######## design 1 ########
File: config.mk
export PLATFORM = sky130hd
export DESIGN_NAME = ifu_fetch
export DESIGN_NICKNAME = d
export VERILOG_FILES = /design/src/rtl/ifu_pkg.sv /design/src/rtl/ifu_fifo.sv /design/src/rtl/ifu_fetch.sv
export SDC_FILE = /design/constraint.sdc
export NUM_CORES = 1
export LEC_CHECK = 0
export ABC_AREA = 1
export CORE_ASPECT_RATIO = 1.1
export CORE_MARGIN = 5
export CORE_UTILIZATION = 45
export CTS_CLUSTER_SIZE = 30
export DETAILED_ROUTE_END_ITERATION = 10
export PLACE_DENSITY = 0.66
export SLEW_MARGIN = 20
export SYNTH_ARGS = -nofsm -noshare
export SYNTH_HDL_FRONTEND = slang
export SYNTH_HIERARCHICAL = 1
export SYNTH_SLANG_ARGS = --single-unit
export TNS_END_PERCENT = 1
File: constraint.sdc
create_clock -name clk -period 3.15 [get_ports clk]
set_input_delay 0.63 -clock clk [delete_from_list [all_inputs] [get_ports clk]]
set_output_delay 0.63 -clock clk [all_outputs]
set_load 0.005 [all_outputs]
File: src/rtl/ifu_pkg.sv
// Shared types and constants for the instruction fetch unit.
package ifu_pkg;

    localparam logic [31:0] RESET_PC_DEF   = 32'h0000_0000;
    localparam logic [31:0] PC_INC         = 32'd4;
    localparam int unsigned IFU_DATA_WIDTH = 32;

    typedef enum logic [1:0] {
        IDLE     = 2'd0,
        FETCH    = 2'd1,
        MISALIGN = 2'd2
    } ifu_state_e;

    typedef struct packed {
        logic [31:0]               pc;
        logic [IFU_DATA_WIDTH-1:0] instr;
    } fetch_entry_t;

endpackage

File: src/rtl/ifu_fifo.sv
// Synchronous prefetch FIFO with occupancy count and synchronous flush.
module ifu_fifo #(
    parameter int unsigned WIDTH = 64,
    parameter int unsigned DEPTH = 4
) (
    input  logic                     clk_i,
    input  logic                     rst_ni,
    input  logic                     flush_i,
    input  logic                     push_i,
    input  logic [WIDTH-1:0]         wdata_i,
    input  logic                     pop_i,
    output logic [WIDTH-1:0]         rdata_o,
    output logic                     empty_o,
    output logic [$clog2(DEPTH):0]   count_o
);

    localparam int unsigned PW = $clog2(DEPTH);

    logic [PW-1:0]    wr_ptr_q;
    logic [PW-1:0]    rd_ptr_q;
    logic [PW:0]      count_q;
    logic [WIDTH-1:0] mem_q [DEPTH];
    logic             do_pop;

    assign do_pop  = pop_i && (count_q != '0);
    assign rdata_o = mem_q[rd_ptr_q];
    assign empty_o = (count_q == '0);
    assign count_o = count_q;

    always_ff @(posedge clk_i or negedge rst_ni) begin
        if (!rst_ni) begin
            wr_ptr_q <= '0;
            rd_ptr_q <= '0;
            count_q  <= '0;
            for (int unsigned i = 0; i < DEPTH; i++) begin
                mem_q[i] <= '0;
            end
        end else if (flush_i) begin
            wr_ptr_q <= '0;
            rd_ptr_q <= '0;
            count_q  <= '0;
        end else begin
            if (push_i) begin
                mem_q[wr_ptr_q] <= wdata_i;
                wr_ptr_q        <= wr_ptr_q + PW'(1);
            end
            if (do_pop) begin
                rd_ptr_q <= rd_ptr_q + PW'(1);
            end
            case ({push_i, do_pop})
                2'b10:   count_q <= count_q + (PW+1)'(1);
                2'b01:   count_q <= count_q - (PW+1)'(1);
                default: count_q <= count_q;
            endcase
        end
    end

endmodule

File: src/rtl/ifu_fetch.sv
// Instruction fetch unit: sequential PC generation, credit-limited reads, prefetch FIFO.
// Optional macro IFU_ALIGN_CHK_EN enables misaligned-redirect detection (MISALIGN state).
module ifu_fetch
    import ifu_pkg::*;
#(
    parameter int unsigned ADDR_WIDTH = 11,
    parameter int unsigned DATA_WIDTH = 32,
    parameter int unsigned FIFO_DEPTH = 4,
    parameter int unsigned MAX_OUT    = 2,
    parameter logic [31:0] RESET_PC   = RESET_PC_DEF
) (
    input  logic                  clk,
    input  logic                  rst_n,
    input  logic                  fetch_en,
    input  logic                  redirect_valid,
    input  logic [31:0]           redirect_pc,
    output logic                  cntlr_rd,
    output logic [ADDR_WIDTH-1:0] cntlr_raddr,
    input  logic [DATA_WIDTH-1:0] cntlr_rd_data,
    input  logic                  cntlr_rd_valid,
    output logic                  instr_valid,
    input  logic                  instr_ready,
    output logic [DATA_WIDTH-1:0] instr_data,
    output logic [31:0]           instr_pc,
    output logic                  fetch_misalign,
    output logic                  busy
);

    localparam int unsigned CW = $clog2(FIFO_DEPTH) + 1;
    localparam int unsigned OW = $clog2(MAX_OUT + 1);
    localparam int unsigned EW = 32 + DATA_WIDTH;

    ifu_state_e       state_q, state_d;
    logic [31:0]      req_pc_q, req_pc_d;
    logic [31:0]      resp_pc_q, resp_pc_d;
    logic [OW-1:0]    out_q, out_d;
    logic [OW-1:0]    squash_q, squash_d;

    logic             fifo_push;
    logic             fifo_pop;
    logic             fifo_flush;
    logic             fifo_empty;
    logic [CW-1:0]    fifo_count;
    logic [EW-1:0]    fifo_rdata;

    logic [31:0]      redir_pc;
    logic             redir_misaligned;

`ifdef IFU_ALIGN_CHK_EN
    logic             misalign_q, misalign_d;
    assign redir_pc         = redirect_pc;
    assign redir_misaligned = |redirect_pc[1:0];
    assign fetch_misalign   = misalign_q;

    always_ff @(posedge clk or negedge rst_n) begin
        if (!rst_n) begin
            misalign_q <= 1'b0;
        end else begin
            misalign_q <= misalign_d;
        end
    end

    always_comb begin
        misalign_d = misalign_q;
        if (redirect_valid) begin
            misalign_d = redir_misaligned;
        end
    end
`else
    assign redir_pc         = redirect_pc & ~32'h3;
    assign redir_misaligned = 1'b0;
    assign fetch_misalign   = 1'b0;
`endif

    // Credits cover both the read-port limit and guaranteed FIFO space for every live response.
    assign cntlr_rd = (state_q == FETCH) && fetch_en && !redirect_valid
                   && ((32'(out_q) + 32'(squash_q)) < MAX_OUT)
                   && ((32'(fifo_count) + 32'(out_q)) < FIFO_DEPTH);

    assign cntlr_raddr = req_pc_q[ADDR_WIDTH+1:2];
    assign instr_valid = !fifo_empty;
    assign instr_data  = fifo_rdata[DATA_WIDTH-1:0];
    assign instr_pc    = fifo_rdata[DATA_WIDTH +: 32];
    assign fifo_pop    = instr_valid && instr_ready;
    assign busy        = (out_q != '0) || (squash_q != '0);

    always_comb begin
        state_d    = state_q;
        req_pc_d   = req_pc_q;
        resp_pc_d  = resp_pc_q;
        out_d      = out_q;
        squash_d   = squash_q;
        fifo_push  = 1'b0;
        fifo_flush = 1'b0;

        if (redirect_valid) begin
            fifo_flush = 1'b1;
            req_pc_d   = redir_pc;
            resp_pc_d  = redir_pc;
            // A response landing this cycle belongs to the old stream: it retires one squash/outstanding slot.
            squash_d   = squash_q + out_q - OW'(cntlr_rd_valid);
            out_d      = '0;
            if (redir_misaligned) begin
                state_d = MISALIGN;
            end else if (state_q == IDLE && !fetch_en) begin
                state_d = IDLE;
            end else begin
                state_d = FETCH;
            end
        end else begin
            case (state_q)
                IDLE:    if (fetch_en)  state_d = FETCH;
                FETCH:   if (!fetch_en) state_d = IDLE;
                default: state_d = state_q;
            endcase

            if (cntlr_rd) begin
                req_pc_d = req_pc_q + PC_INC;
            end

            if (cntlr_rd_valid) begin
                if (squash_q != '0) begin
                    squash_d = squash_q - OW'(1);
                end else begin
                    fifo_push = 1'b1;
                    resp_pc_d = resp_pc_q + PC_INC;
                end
            end

            out_d = out_q + OW'(cntlr_rd) - OW'(fifo_push);
        end
    end

    always_ff @(posedge clk or negedge rst_n) begin
        if (!rst_n) begin
            state_q   <= IDLE;
            req_pc_q  <= RESET_PC;
            resp_pc_q <= RESET_PC;
            out_q     <= '0;
            squash_q  <= '0;
        end else begin
            state_q   <= state_d;
            req_pc_q  <= req_pc_d;
            resp_pc_q <= resp_pc_d;
            out_q     <= out_d;
            squash_q  <= squash_d;
        end
    end

    ifu_fifo #(
        .WIDTH (EW),
        .DEPTH (FIFO_DEPTH)
    ) u_fifo (
        .clk_i   (clk),
        .rst_ni  (rst_n),
        .flush_i (fifo_flush),
        .push_i  (fifo_push),
        .wdata_i ({resp_pc_q, cntlr_rd_data}),
        .pop_i   (fifo_pop),
        .rdata_o (fifo_rdata),
        .empty_o (fifo_empty),
        .count_o (fifo_count)
    );

endmodule
######## design 2 ########
**src/rtl/fe_fifo_packer.sv**
```systemverilog
// fe_fifo_packer: buffers capture-FIFO entries {cmd, time, data} and serialises each into 2-4 bytes.
// Latency: a write into an empty buffer with the serializer idle gives a valid header byte two cycles later.
// Backpressure: O_byte/O_byte_valid are registered and hold until I_byte_ready; a write to a full buffer is dropped and flagged.
//
// Ports:
//   fe_clk, reset_i                       clock, synchronous active-high reset
//   I_fifo_wr/_command/_time/_data        entry write strobe and fields
//   O_byte, O_byte_valid, I_byte_ready    serialised byte stream (valid/ready)
//   O_overflow, I_clear_overflow          sticky drop flag and its clear
//   O_level, O_idle                       buffer occupancy, fully-idle indication
module fe_fifo_packer #(
    parameter int         pDEPTH       = 16,
    parameter int         pSHORT_WIDTH = 3,
    parameter logic [1:0] pCMD_TIME    = 2'd2
) (
    input  logic                      fe_clk,
    input  logic                      reset_i,
    input  logic                      I_fifo_wr,
    input  logic [1:0]                I_fifo_command,
    input  logic [15:0]               I_fifo_time,
    input  logic [7:0]                I_fifo_data,
    output logic [7:0]                O_byte,
    output logic                      O_byte_valid,
    input  logic                      I_byte_ready,
    output logic                      O_overflow,
    input  logic                      I_clear_overflow,
    output logic [$clog2(pDEPTH):0]   O_level,
    output logic                      O_idle
);

    localparam int AW = $clog2(pDEPTH);
    localparam int LW = AW + 1;

    typedef struct packed {
        logic [1:0]  cmd;
        logic [15:0] ts;
        logic [7:0]  dat;
    } entry_t;

    typedef enum logic [2:0] {
        S_IDLE,
        S_HDR,
        S_TS_HI,
        S_TS_LO,
        S_DATA
    } state_t;

    entry_t          mem_q [pDEPTH];
    logic [AW-1:0]   wr_ptr_q, wr_ptr_d;
    logic [AW-1:0]   rd_ptr_q, rd_ptr_d;
    logic [LW-1:0]   level_q, level_d;
    logic            ovf_q, ovf_d;
    state_t          state_q, state_d;
    entry_t          ent_q, ent_d;
    logic [7:0]      byte_q, byte_d;
    logic            vld_q, vld_d;

    logic            full;
    logic            empty;
    logic            wr_acc;
    logic            drop;
    logic            pop;
    logic            hs;
    logic            ent_done;
    entry_t          head;
    entry_t          wr_ent;

    // Long when the entry is timestamp-only or the time does not fit the short field.
    function automatic logic is_long(input entry_t e);
        return (e.cmd == pCMD_TIME) || ((e.ts >> pSHORT_WIDTH) != 16'd0);
    endfunction

    // Header byte: {cmd, short time or 0, long flag, 2'b00}; the short field is 3 bits wide.
    function automatic logic [7:0] hdr_of(input entry_t e);
        logic lng;
        lng = is_long(e);
        return {e.cmd, (lng ? 3'b000 : e.ts[2:0]), lng, 2'b00};
    endfunction

    assign full   = (level_q == LW'(pDEPTH));
    assign empty  = (level_q == '0);
    // Fullness is judged at the start of the cycle, so a same-cycle pop does not rescue a write.
    assign wr_acc = I_fifo_wr & ~full;
    assign drop   = I_fifo_wr & full;
    assign head   = mem_q[rd_ptr_q];
    assign hs     = vld_q & I_byte_ready;
    assign wr_ent = '{cmd: I_fifo_command, ts: I_fifo_time, dat: I_fifo_data};

    // Serializer next state and registered byte output.
    always_comb begin
        state_d  = state_q;
        ent_d    = ent_q;
        byte_d   = byte_q;
        vld_d    = vld_q;
        pop      = 1'b0;
        ent_done = 1'b0;

        case (state_q)
            S_IDLE: begin
                vld_d = 1'b0;
                if (!empty) begin
                    pop = 1'b1;
                end
            end
            S_HDR: begin
                if (hs) begin
                    if (is_long(ent_q)) begin
                        state_d = S_TS_HI;
                        byte_d  = ent_q.ts[15:8];
                    end else begin
                        state_d = S_DATA;
                        byte_d  = ent_q.dat;
                    end
                end
            end
            S_TS_HI: begin
                if (hs) begin
                    state_d = S_TS_LO;
                    byte_d  = ent_q.ts[7:0];
                end
            end
            S_TS_LO: begin
                if (hs) begin
                    if (ent_q.cmd != pCMD_TIME) begin
                        state_d = S_DATA;
                        byte_d  = ent_q.dat;
                    end else begin
                        ent_done = 1'b1;
                    end
                end
            end
            S_DATA: begin
                if (hs) begin
                    ent_done = 1'b1;
                end
            end
            default: begin
                state_d = S_IDLE;
                vld_d   = 1'b0;
            end
        endcase

        // Chain straight into the next entry so back-to-back entries leave no bubble.
        if (ent_done) begin
            if (!empty) begin
                pop = 1'b1;
            end else begin
                state_d = S_IDLE;
                vld_d   = 1'b0;
            end
        end

        if (pop) begin
            ent_d   = head;
            state_d = S_HDR;
            byte_d  = hdr_of(head);
            vld_d   = 1'b1;
        end
    end

    // Buffer bookkeeping.
    always_comb begin
        wr_ptr_d = wr_ptr_q + AW'(wr_acc);
        rd_ptr_d = rd_ptr_q + AW'(pop);
        level_d  = level_q + LW'(wr_acc) - LW'(pop);
        // A drop in the same cycle as a clear keeps the flag set.
        ovf_d    = drop | (ovf_q & ~I_clear_overflow);
    end

    always_ff @(posedge fe_clk) begin
        if (reset_i) begin
            wr_ptr_q <= '0;
            rd_ptr_q <= '0;
            level_q  <= '0;
            ovf_q    <= 1'b0;
            state_q  <= S_IDLE;
            ent_q    <= '0;
            byte_q   <= 8'd0;
            vld_q    <= 1'b0;
        end else begin
            wr_ptr_q <= wr_ptr_d;
            rd_ptr_q <= rd_ptr_d;
            level_q  <= level_d;
            ovf_q    <= ovf_d;
            state_q  <= state_d;
            ent_q    <= ent_d;
            byte_q   <= byte_d;
            vld_q    <= vld_d;
        end
    end

    // Entry storage needs no reset; only the pointers define what is valid.
    always_ff @(posedge fe_clk) begin
        if (wr_acc && !reset_i) begin
            mem_q[wr_ptr_q] <= wr_ent;
        end
    end

    assign O_byte       = byte_q;
    assign O_byte_valid = vld_q;
    assign O_overflow   = ovf_q;
    assign O_level      = level_q;
    assign O_idle       = empty && (state_q == S_IDLE) && !vld_q;

endmodule

```
**config.mk**
```make
export PLATFORM = sky130hd
export DESIGN_NAME = fe_fifo_packer
export DESIGN_NICKNAME = d
export VERILOG_FILES = /design/src/rtl/fe_fifo_packer.sv
export SDC_FILE = /design/constraint.sdc
export NUM_CORES = 1
export LEC_CHECK = 0
export ABC_AREA = 0
export CAP_MARGIN = 30
export CORE_ASPECT_RATIO = 1.25
export CORE_MARGIN = 2
export CORE_UTILIZATION = 40
export CTS_BUF_LIST = sky130_fd_sc_hd__clkbuf_16
export DETAILED_ROUTE_END_ITERATION = 10
export PLACE_DENSITY_LB_ADDON = 0.12
export SETUP_SLACK_MARGIN = 0.15
export SLEW_MARGIN = 25
export SYNTH_ARGS = -nofsm -noshare
export SYNTH_HDL_FRONTEND = slang
export SYNTH_SLANG_ARGS = --single-unit
```
**constraint.sdc**
```tcl
create_clock -name fe_clk -period 7.2 [get_ports fe_clk]
set_clock_uncertainty 0.15 [all_clocks]
set_input_delay 1.8 -clock fe_clk [delete_from_list [all_inputs] [get_ports fe_clk]]
set_output_delay 1.8 -clock fe_clk [all_outputs]
set_load 0.01 [all_outputs]
```
design_2/m4.png
Cells faint in the background.
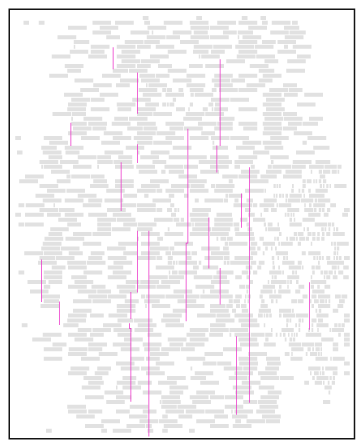
longest straight run: 133 µm
share of all routed wire: 1.9%
main direction: vertical
wire length on this layer: 779 µm
nets with wire on the layer: 8
vias: 8944
final WL: 40600 µm

==> results.py, design 2 <==
# Generated from Yosys and OpenROAD reports
metrics = {
    "outcome": {
        "outcome": "completed",
    },
    "routing": {
        "drt-initial-drc-count": 589,
    },
    "setup_path": {
        "path_cells": "inv_1, ha_1, or4b_1, nor4b_1, clkdlybuf4s50_1",
        "cp-start-kind": "register",
        "r2r_slack_ps": 3210,
        "critPathBufInv": 2,
        "cp-end-kind": "output port",
    },
    "placement": {
        "portBuffers": 46,
        "hpwl_um": 24300,
    },
    "sta": {
        "finalCriticalPeriod_ps": 4590,
        "period_used_share": 0.637,
    },
    "cells_and_area": {
        "n_antenna_cell": 0,
        "regArea_um2": 13500,
        "post-route-util": 0.464,
    },
    "grt": {
        "grt_antenna_before_repair": 0,
        "grt_first_pass_wirelength_um": 61100,
        "grt_pass1_vias": 9232,
    },
    "synth": {
        "synthArstFlopShare": 0,
        "synth-seq-cells": 468,
    },
    "floorplan": {
        "die_x_um": 195,
        "die_h_um": 243,
    },
    "clocking": {
        "hold_buffers": 0,
        "cts_buffer_depth": 3,
    },
    "worst_hold_path": {
        "hold_class": "reg -> reg",
    },
    "run": {
        "cap_viol_max_count": 0,
    },
}
==> design 2: metrics by stage <==
stage | total power [mW] | worst slack, ps | std cells
2_1_floorplan | 4.34 | 2310 | 939
3_3_place_gp | 4.81 | 2340 | 1537
3_5_place_dp | 4.81 | 2280 | 1539
4_1_cts | 7.10 | 2560 | 1620
5_1_grt | 7.33 | 2400 | 1621
6_report | 7.00 | 2610 | 1621
==> design 2: per-layer routing <==
layer  global-route usage  up-vias  share of wire
met5                    0        -              0
met4               0.0458        0          0.019
met3               0.0283       50          0.037
met2                0.291      177           0.49
met1                0.243     4746           0.45
li1                     -     3971              -
==> design 2: report_power, final <==
group / internal (mW) / leakage (nW) / switching, mW
logic: 0.701 / 1.62 / 0.758
clock network: 1.29 / 0.748 / 0.983
registers: 3.09 / 4.18 / 0.173
total: 5.08 / 6.55 / 1.91
==> design 2: cell type report <==
cell class | count | area share
flip-flops and latches | 468 | 0.647
multi-input cells | 412 | 0.216
clock buffers | 49 | 0.0586
well taps | 578 | 0.0345
repair buffers | 72 | 0.0332
clock inverters | 32 | 0.00915
inverters | 10 | 0.00179
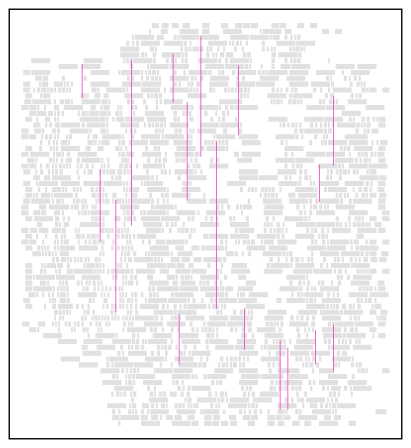
design_1/m4.png
Cells faint in the background.
longest straight run: 77.5 µm
main direction: vertical
final WL: 37100 µm
vias: 12400

==> results.py, design 1 <==
# Generated from Yosys and OpenROAD reports
metrics = {
    "grt": {
        "grt_first_pass_wirelength_um": 61800,
        "grt-busiest-layer": "met2",
        "met3_usage": 0.0289,
    },
    "floorplan": {
        "placementRows": 69,
    },
    "sta": {
        "finalCriticalPeriod_ps": 3040,
        "setup-tns-final_ps": 0,
    },
    "routing": {
        "drc": 0,
        "via_per_inst": 5.20,
        "wl_met3_um": 1750,
    },
    "clocking": {
        "post_cts_resized": 1,
        "cts_tree": "yes",
    },
    "synth": {
        "synth-edff-count": 0,
    },
    "setup_path": {
        "cp.arrival_ps": 2410,
        "path_cells": "inv_2, buf_12, o21ai_0, o22ai_1, clkdlybuf4s50_1",
    },
    "cells_and_area": {
        "final_cell_count_no_fill": 2373,
    },
    "outcome": {
        "outcome": "completed",
    },
}
design 1: cell families after synthesis:
family	share of synthesized area
buffers and inverters	0.0693
adders and majority gates	0.0139
other	0.000257
DFF	0.529
and+or+nand+nor	0.198
xor gates and xnor gates	0.0108
AOI/OAI and AO/OA	0.179
design 1: stage by stage:
| stage | hold WS, ps | cell area (µm²) | utilization |
|---|---|---|---|
| floorplan | 334 | 14600 | - |
| global placement | 460 | 16500 | 0.514 |
| detailed placement | 467 | 16500 | 0.514 |
| CTS | 139 | 17700 | 0.549 |
| global route | 164 | 17700 | 0.550 |
| finish | 117 | 17700 | 0.550 |
design 1: path summary, 6_finish.rpt:
check | end | start | slack, ps | depth (start not counted)
min in group clk | u_fifo/mem_q[164] | u_fifo/mem_q[164] | 480 | 2
hold reg to reg | u_fifo/mem_q[164] | u_fifo/mem_q[164] | 480 | 2
setup / recovery | instr_pc[19] | u_fifo/rd_ptr_q[1] | 110 | 5
hold / removal | u_fifo/mem_q[135] | rst_n | 120 | 1
max in group asynchronous | u_fifo/mem_q[62] | rst_n | 2190 | 3
setup reg to reg | u_fifo/count_o[2] | squash_q[0] | 520 | 16

######## design 3 ########
design_3/m4.png
Cells faint in the background.
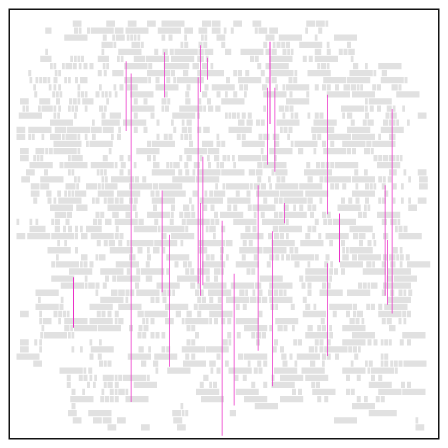
design_3/ff_map.png
Other sequential cells in the stronger grey, the rest of the logic in the fainter grey.
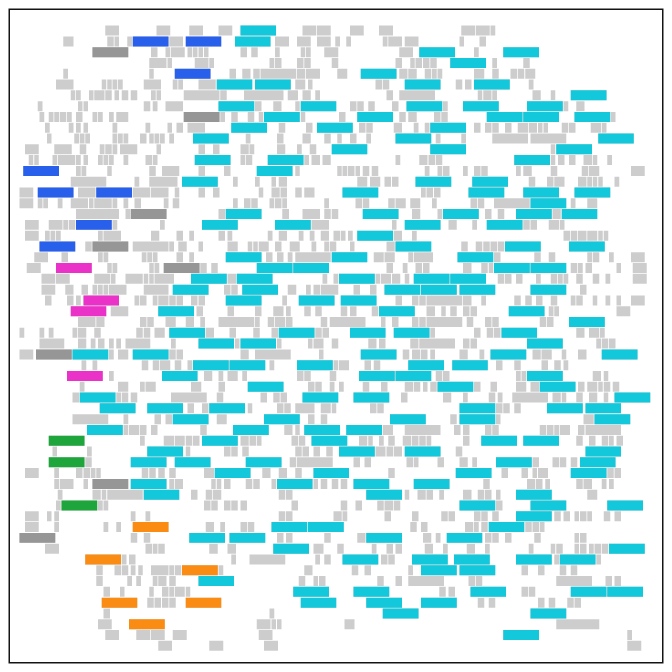
--- config.mk ---
export PLATFORM = sky130hd
export DESIGN_NAME = oam_scanner
export DESIGN_NICKNAME = d
export VERILOG_FILES = /design/src/rtl/oam_scanner_pkg.sv /design/src/rtl/oam_scanner_line_buffer.sv /design/src/rtl/oam_scanner.sv
export SDC_FILE = /design/constraint.sdc
export NUM_CORES = 1
export LEC_CHECK = 0
export ABC_AREA = 1
export CAP_MARGIN = 20
export CELL_PAD_IN_SITES_DETAIL_PLACEMENT = 0
export CELL_PAD_IN_SITES_GLOBAL_PLACEMENT = 1
export CORE_MARGIN = 2
export CORE_UTILIZATION = 40
export DETAILED_ROUTE_END_ITERATION = 16
export PLACE_DENSITY_LB_ADDON = 0.25
export RECOVER_POWER = 25
export SLEW_MARGIN = 10
export SYNTH_ARGS = -nofsm -noshare
export SYNTH_HDL_FRONTEND = slang
export SYNTH_SLANG_ARGS = --single-unit
--- constraint.sdc ---
create_clock -name clk -period 8.9 [get_ports clk]
set_input_delay 2.225 -clock clk [delete_from_list [all_inputs] [get_ports clk]]
set_output_delay 2.225 -clock clk [all_outputs]
set_load 0.02 [all_outputs]
--- src/rtl/oam_scanner_pkg.sv ---
// Shared types and constants for the PPU mode-2 object search.
package oam_scanner_pkg;

  typedef enum logic [2:0] {
    s_OAM_IDLE   = 3'd0,
    s_OAM_PRIME  = 3'd1,
    s_OAM_READ_Y = 3'd2,
    s_OAM_READ_X = 3'd3,
    s_OAM_DONE   = 3'd4
  } oam_scan_state_t;

  localparam int OAM_NUM_OBJ  = 40;
  localparam int OAM_MAX_HIT  = 10;
  localparam int OAM_Y_OFFSET = 16;

  // Sized forms so that comparisons against narrow counters stay width-matched
  localparam logic [5:0] OAM_LAST_IDX = 6'(OAM_NUM_OBJ - 1);
  localparam logic [3:0] OAM_MAX_CNT  = 4'(OAM_MAX_HIT);
  localparam logic [8:0] OAM_Y_BIAS   = 9'(OAM_Y_OFFSET);

  typedef struct packed {
    logic [5:0] idx;
    logic [7:0] x;
    logic [3:0] row;
  } obj_hit_t;

  // Object height in rows for the LCDC object-size bit
  function automatic logic [8:0] obj_height(input logic tall);
    return tall ? 9'd16 : 9'd8;
  endfunction

endpackage

--- src/rtl/oam_scanner_line_buffer.sv ---
// Per-line store of the objects found by the scan, written in OAM order.
module oam_scanner_line_buffer
  import oam_scanner_pkg::*;
(
  input  logic       clk,
  input  logic       rst,
  input  logic       clr,
  input  logic       we,
  input  logic [3:0] waddr,
  input  obj_hit_t   wdata,
  input  logic [3:0] raddr,
  output obj_hit_t   rdata
);

  obj_hit_t slot_q [OAM_MAX_HIT];
  obj_hit_t slot_d [OAM_MAX_HIT];

  // Next contents: clear wins over a write; out-of-range writes are dropped
  always_comb begin
    slot_d = slot_q;
    if (clr) begin
      for (int i = 0; i < OAM_MAX_HIT; i++) begin
        slot_d[i] = '0;
      end
    end else if (we && (waddr < OAM_MAX_CNT)) begin
      slot_d[waddr] = wdata;
    end else begin
      slot_d = slot_q;
    end
  end

  // Slot storage
  always_ff @(posedge clk or posedge rst) begin
    if (rst) begin
      for (int i = 0; i < OAM_MAX_HIT; i++) begin
        slot_q[i] <= '0;
      end
    end else begin
      slot_q <= slot_d;
    end
  end

  // Combinational read port; indices past the depth read as zero
  always_comb begin
    rdata = '0;
    if (raddr < OAM_MAX_CNT) begin
      rdata = slot_q[raddr];
    end else begin
      rdata = '0;
    end
  end

endmodule

--- src/rtl/oam_scanner.sv ---
// Mode-2 OAM search: reads Y/X of all 40 entries and keeps the first 10 on the line.
module oam_scanner
  import oam_scanner_pkg::*;
(
  input  logic       clk,
  input  logic       rst,
  input  logic       start,
  input  logic [7:0] ly,
  input  logic       obj_size,
  output logic [7:0] disp_address_oam,
  output logic       ld_disp_address_oam,
  output logic       oe_oam,
  input  logic [7:0] disp_data_oam,
  output logic       busy,
  output logic       done,
  output logic [3:0] sprite_count,
  input  logic [3:0] rd_idx,
  output logic [5:0] rd_oam_index,
  output logic [7:0] rd_x,
  output logic [3:0] rd_row
);

  oam_scan_state_t state_q, state_d;
  logic [5:0] idx_q, idx_d;
  logic [3:0] count_q, count_d;
  logic [7:0] ly_q, ly_d;
  logic       size_q, size_d;
  logic       hit_q, hit_d;
  logic [3:0] row_q, row_d;
  logic       busy_q, busy_d;
  logic       done_q, done_d;

  logic [8:0] diff_s;
  logic       we_s;
  logic       clr_s;
  logic [7:0] addr_s;
  logic       ld_s;
  logic       oe_s;
  obj_hit_t   wdata_s;
  obj_hit_t   buf_rdata_s;
  obj_hit_t   rd_entry_s;

  // Scan sequencing, hit test and address/load decode
  always_comb begin
    state_d = state_q;
    idx_d   = idx_q;
    count_d = count_q;
    ly_d    = ly_q;
    size_d  = size_q;
    hit_d   = hit_q;
    row_d   = row_q;
    we_s    = 1'b0;
    clr_s   = 1'b0;
    addr_s  = 8'd0;
    ld_s    = 1'b0;
    oe_s    = 1'b0;
    // Objects above the line wrap to >= 240 in 9 bits and so always miss
    diff_s  = {1'b0, ly_q} + OAM_Y_BIAS - {1'b0, disp_data_oam};
    wdata_s = '{idx: idx_q, x: disp_data_oam, row: row_q};
    case (state_q)
      s_OAM_IDLE: begin
        if (start) begin
          ly_d    = ly;
          size_d  = obj_size;
          idx_d   = 6'd0;
          count_d = 4'd0;
          clr_s   = 1'b1;
          state_d = s_OAM_PRIME;
        end else begin
          state_d = s_OAM_IDLE;
        end
      end
      s_OAM_PRIME: begin
        addr_s  = {idx_q, 2'b00};
        ld_s    = 1'b1;
        oe_s    = 1'b1;
        state_d = s_OAM_READ_Y;
      end
      s_OAM_READ_Y: begin
        addr_s  = {idx_q, 2'b01};
        ld_s    = 1'b1;
        oe_s    = 1'b1;
        hit_d   = (diff_s < obj_height(size_q));
        row_d   = diff_s[3:0];
        state_d = s_OAM_READ_X;
      end
      s_OAM_READ_X: begin
        oe_s = 1'b1;
        if (hit_q && (count_q < OAM_MAX_CNT)) begin
          we_s    = 1'b1;
          count_d = count_q + 4'd1;
        end else begin
          we_s    = 1'b0;
        end
        if (idx_q < OAM_LAST_IDX) begin
          addr_s  = {idx_q + 6'd1, 2'b00};
          ld_s    = 1'b1;
          idx_d   = idx_q + 6'd1;
          state_d = s_OAM_READ_Y;
        end else begin
          ld_s    = 1'b0;
          state_d = s_OAM_DONE;
        end
      end
      s_OAM_DONE: begin
        state_d = s_OAM_IDLE;
      end
      default: begin
        state_d = s_OAM_IDLE;
      end
    endcase
    busy_d = (state_d == s_OAM_PRIME) || (state_d == s_OAM_READ_Y) ||
             (state_d == s_OAM_READ_X);
    done_d = (state_d == s_OAM_DONE);
  end

  // FSM state, scan context and registered status outputs
  always_ff @(posedge clk or posedge rst) begin
    if (rst) begin
      state_q <= s_OAM_IDLE;
      idx_q   <= 6'd0;
      count_q <= 4'd0;
      ly_q    <= 8'd0;
      size_q  <= 1'b0;
      hit_q   <= 1'b0;
      row_q   <= 4'd0;
      busy_q  <= 1'b0;
      done_q  <= 1'b0;
    end else begin
      state_q <= state_d;
      idx_q   <= idx_d;
      count_q <= count_d;
      ly_q    <= ly_d;
      size_q  <= size_d;
      hit_q   <= hit_d;
      row_q   <= row_d;
      busy_q  <= busy_d;
      done_q  <= done_d;
    end
  end

  oam_scanner_line_buffer u_line_buffer (
    .clk   (clk),
    .rst   (rst),
    .clr   (clr_s),
    .we    (we_s),
    .waddr (count_q),
    .wdata (wdata_s),
    .raddr (rd_idx),
    .rdata (buf_rdata_s)
  );

  // Slots at or past the stored count read back as zero
  always_comb begin
    rd_entry_s = '0;
    if (rd_idx < count_q) begin
      rd_entry_s = buf_rdata_s;
    end else begin
      rd_entry_s = '0;
    end
  end

  assign disp_address_oam    = addr_s;
  assign ld_disp_address_oam = ld_s;
  assign oe_oam              = oe_s;
  assign busy                = busy_q;
  assign done                = done_q;
  assign sprite_count        = count_q;
  assign rd_oam_index        = rd_entry_s.idx;
  assign rd_x                = rd_entry_s.x;
  assign rd_row              = rd_entry_s.row;

endmodule

==> results.py <==
# Generated from Yosys and OpenROAD reports
metrics = {
    "routing": {
        "drt_pre_antenna_iters": 5,
        "postRouteAntennaNets": 0,
    },
    "grt": {
        "grt_pass1_vias": 8742,
        "grt_antenna_before_repair": 0,
        "met3_usage": 0.0316,
    },
    "setup_path": {
        "cp_slowest_stage_delay_ps": 980,
        "critPathBufInv": 3,
        "cp.arrival_ps": 5390,
        "r2r_start": "state_q[1]",
        "path_cells": "clkdlybuf4s50_1, ha_1, a21oi_1, nand2_1, a21oi_1, nand2_1, inv_1, clkdlybuf4s50_1",
    },
    "floorplan": {
        "core_area_um2": 25200,
        "die_x_um": 164,
    },
    "synth": {
        "top_area_frac": 0.509,
        "flop_cell": "dfrtp_1",
        "netlist_area_um2": 10300,
        "ys_sh_aoi": 0.190,
        "synthArstFlopShare": 1.00,
    },
    "outcome": {
        "outcome": "complete, but fails checks",
        "violations": "capacitance limit, slew limit",
    },
    "placement": {
        "portBuffers": 56,
    },
    "clocking": {
        "clk_pin_slew_worst_paths_ps": 50,
        "post_cts_resized": 0,
        "clk_latency_ps": 510,
    },
    "sta": {
        "fmax_ghz": 0.131,
        "maxSlewHeadroom": -2.43,
        "drv_slew": 132,
    },
    "run": {
        "cap_viol_max_count": 1,
    },
    "power_and_ir_drop": {
        "vdd_drop_max_mv": 0.142,
    },
}
## Picture notes: design_3/m4.png
main direction: vertical
nets with wire on the layer: 20
wire length on this layer: 1070 µm
share of all routed wire: 3.3%
longest straight run: 126 µm
final WL: 32000 µm
vias: 8792

## Picture notes: design_3/ff_map.png
[orange] idx_q | flops: 6 | where: bottom left
[blue] ly_q | flops: 8
[cyan] u_line_buffer.slot_q | flops: 180
[magenta] sprite_count | flops: 4 | where: left middle
[green] state_q | flops: 3
Seq/total area: 0.445
Register Area: 5230 µm²
final core occ: 0.467
P_seq: 1.16 mW

metal layers:
layer  vias up  share of wire
li1       4180              -
met1      4294           0.45
met2       262           0.47
met3        56          0.047
met4         0          0.033
met5         -              0
registers in the layout, summed over array words and instances, names as in the netlist:
name,cells
done,1
state_q,3
sprite_count,4
busy,1
hit_q,1
size_q,1
ly_q,8
u_line_buffer.slot_q,180
row_q,4
idx_q,6
through the flow:
stage	worst slack [ps]	area [µm²]	utilization	instances
6_report	1280	11800	0.467	1574
4_1_cts	1350	11700	0.466	1573
5_1_grt	713	11800	0.467	1574
3_5_place_dp	1370	11000	0.435	1531
2_1_floorplan	966	10300	-	1221
3_3_place_gp	1490	11000	0.435	1531
power breakdown:
group | total [mW] | switching [mW] | internal, mW | leakage, nW
clock | 0.986 | 0.393 | 0.593 | 0.394
sequential | 1.16 | 0.0736 | 1.08 | 2.87
combinational | 0.920 | 0.636 | 0.285 | 2.08
path summary, 6_finish.rpt:
kind,to,slack [ps],cells after the start
max reg2reg,u_line_buffer.slot_q[14],5960,5
max in group asynchronous,idx_q[1],1820,2
max,rd_oam_index[3],1280,8
min reg2reg,ly_q[5],480,2
min in group asynchronous,u_line_buffer.slot_q[176],4150,2
min,ly_q[5],480,2


## Gallery

Routing congestion.
image #1
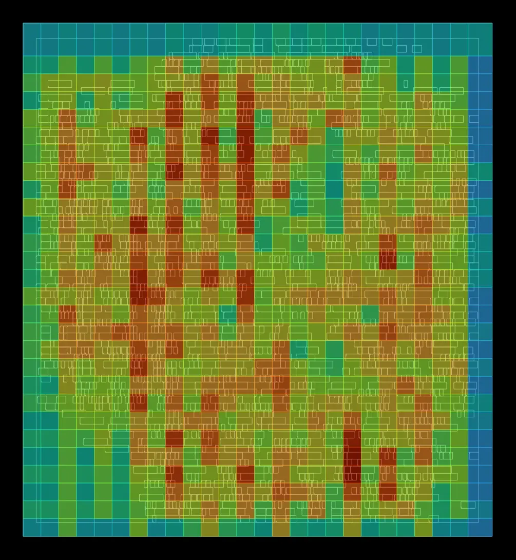
image #2
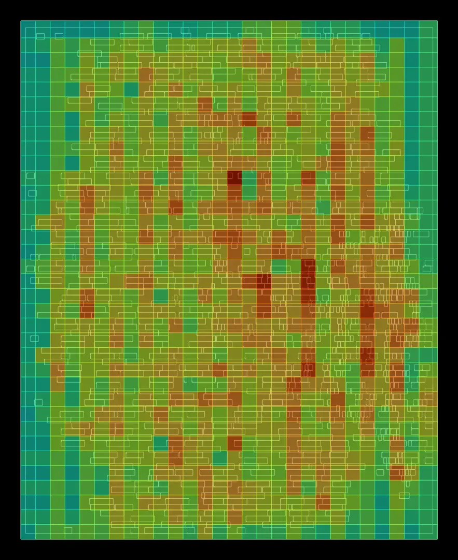
image #3
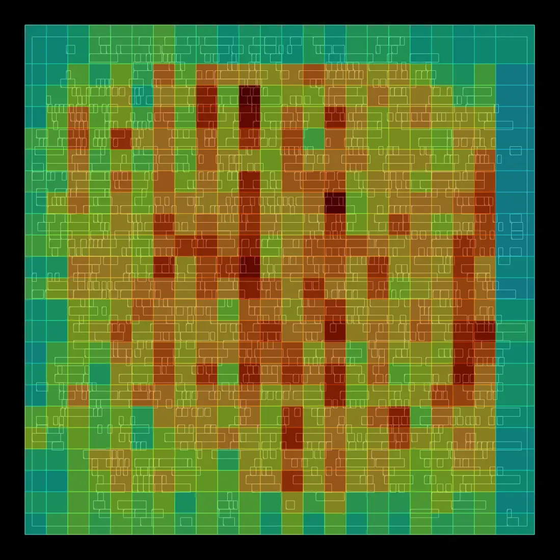
- highest utilization: image #1
- lowest track usage: image #2
- design 2 = image #2
- design 3 = image #3
- design 1 = image #1

Power is estimated from default activity; no workload was simulated.
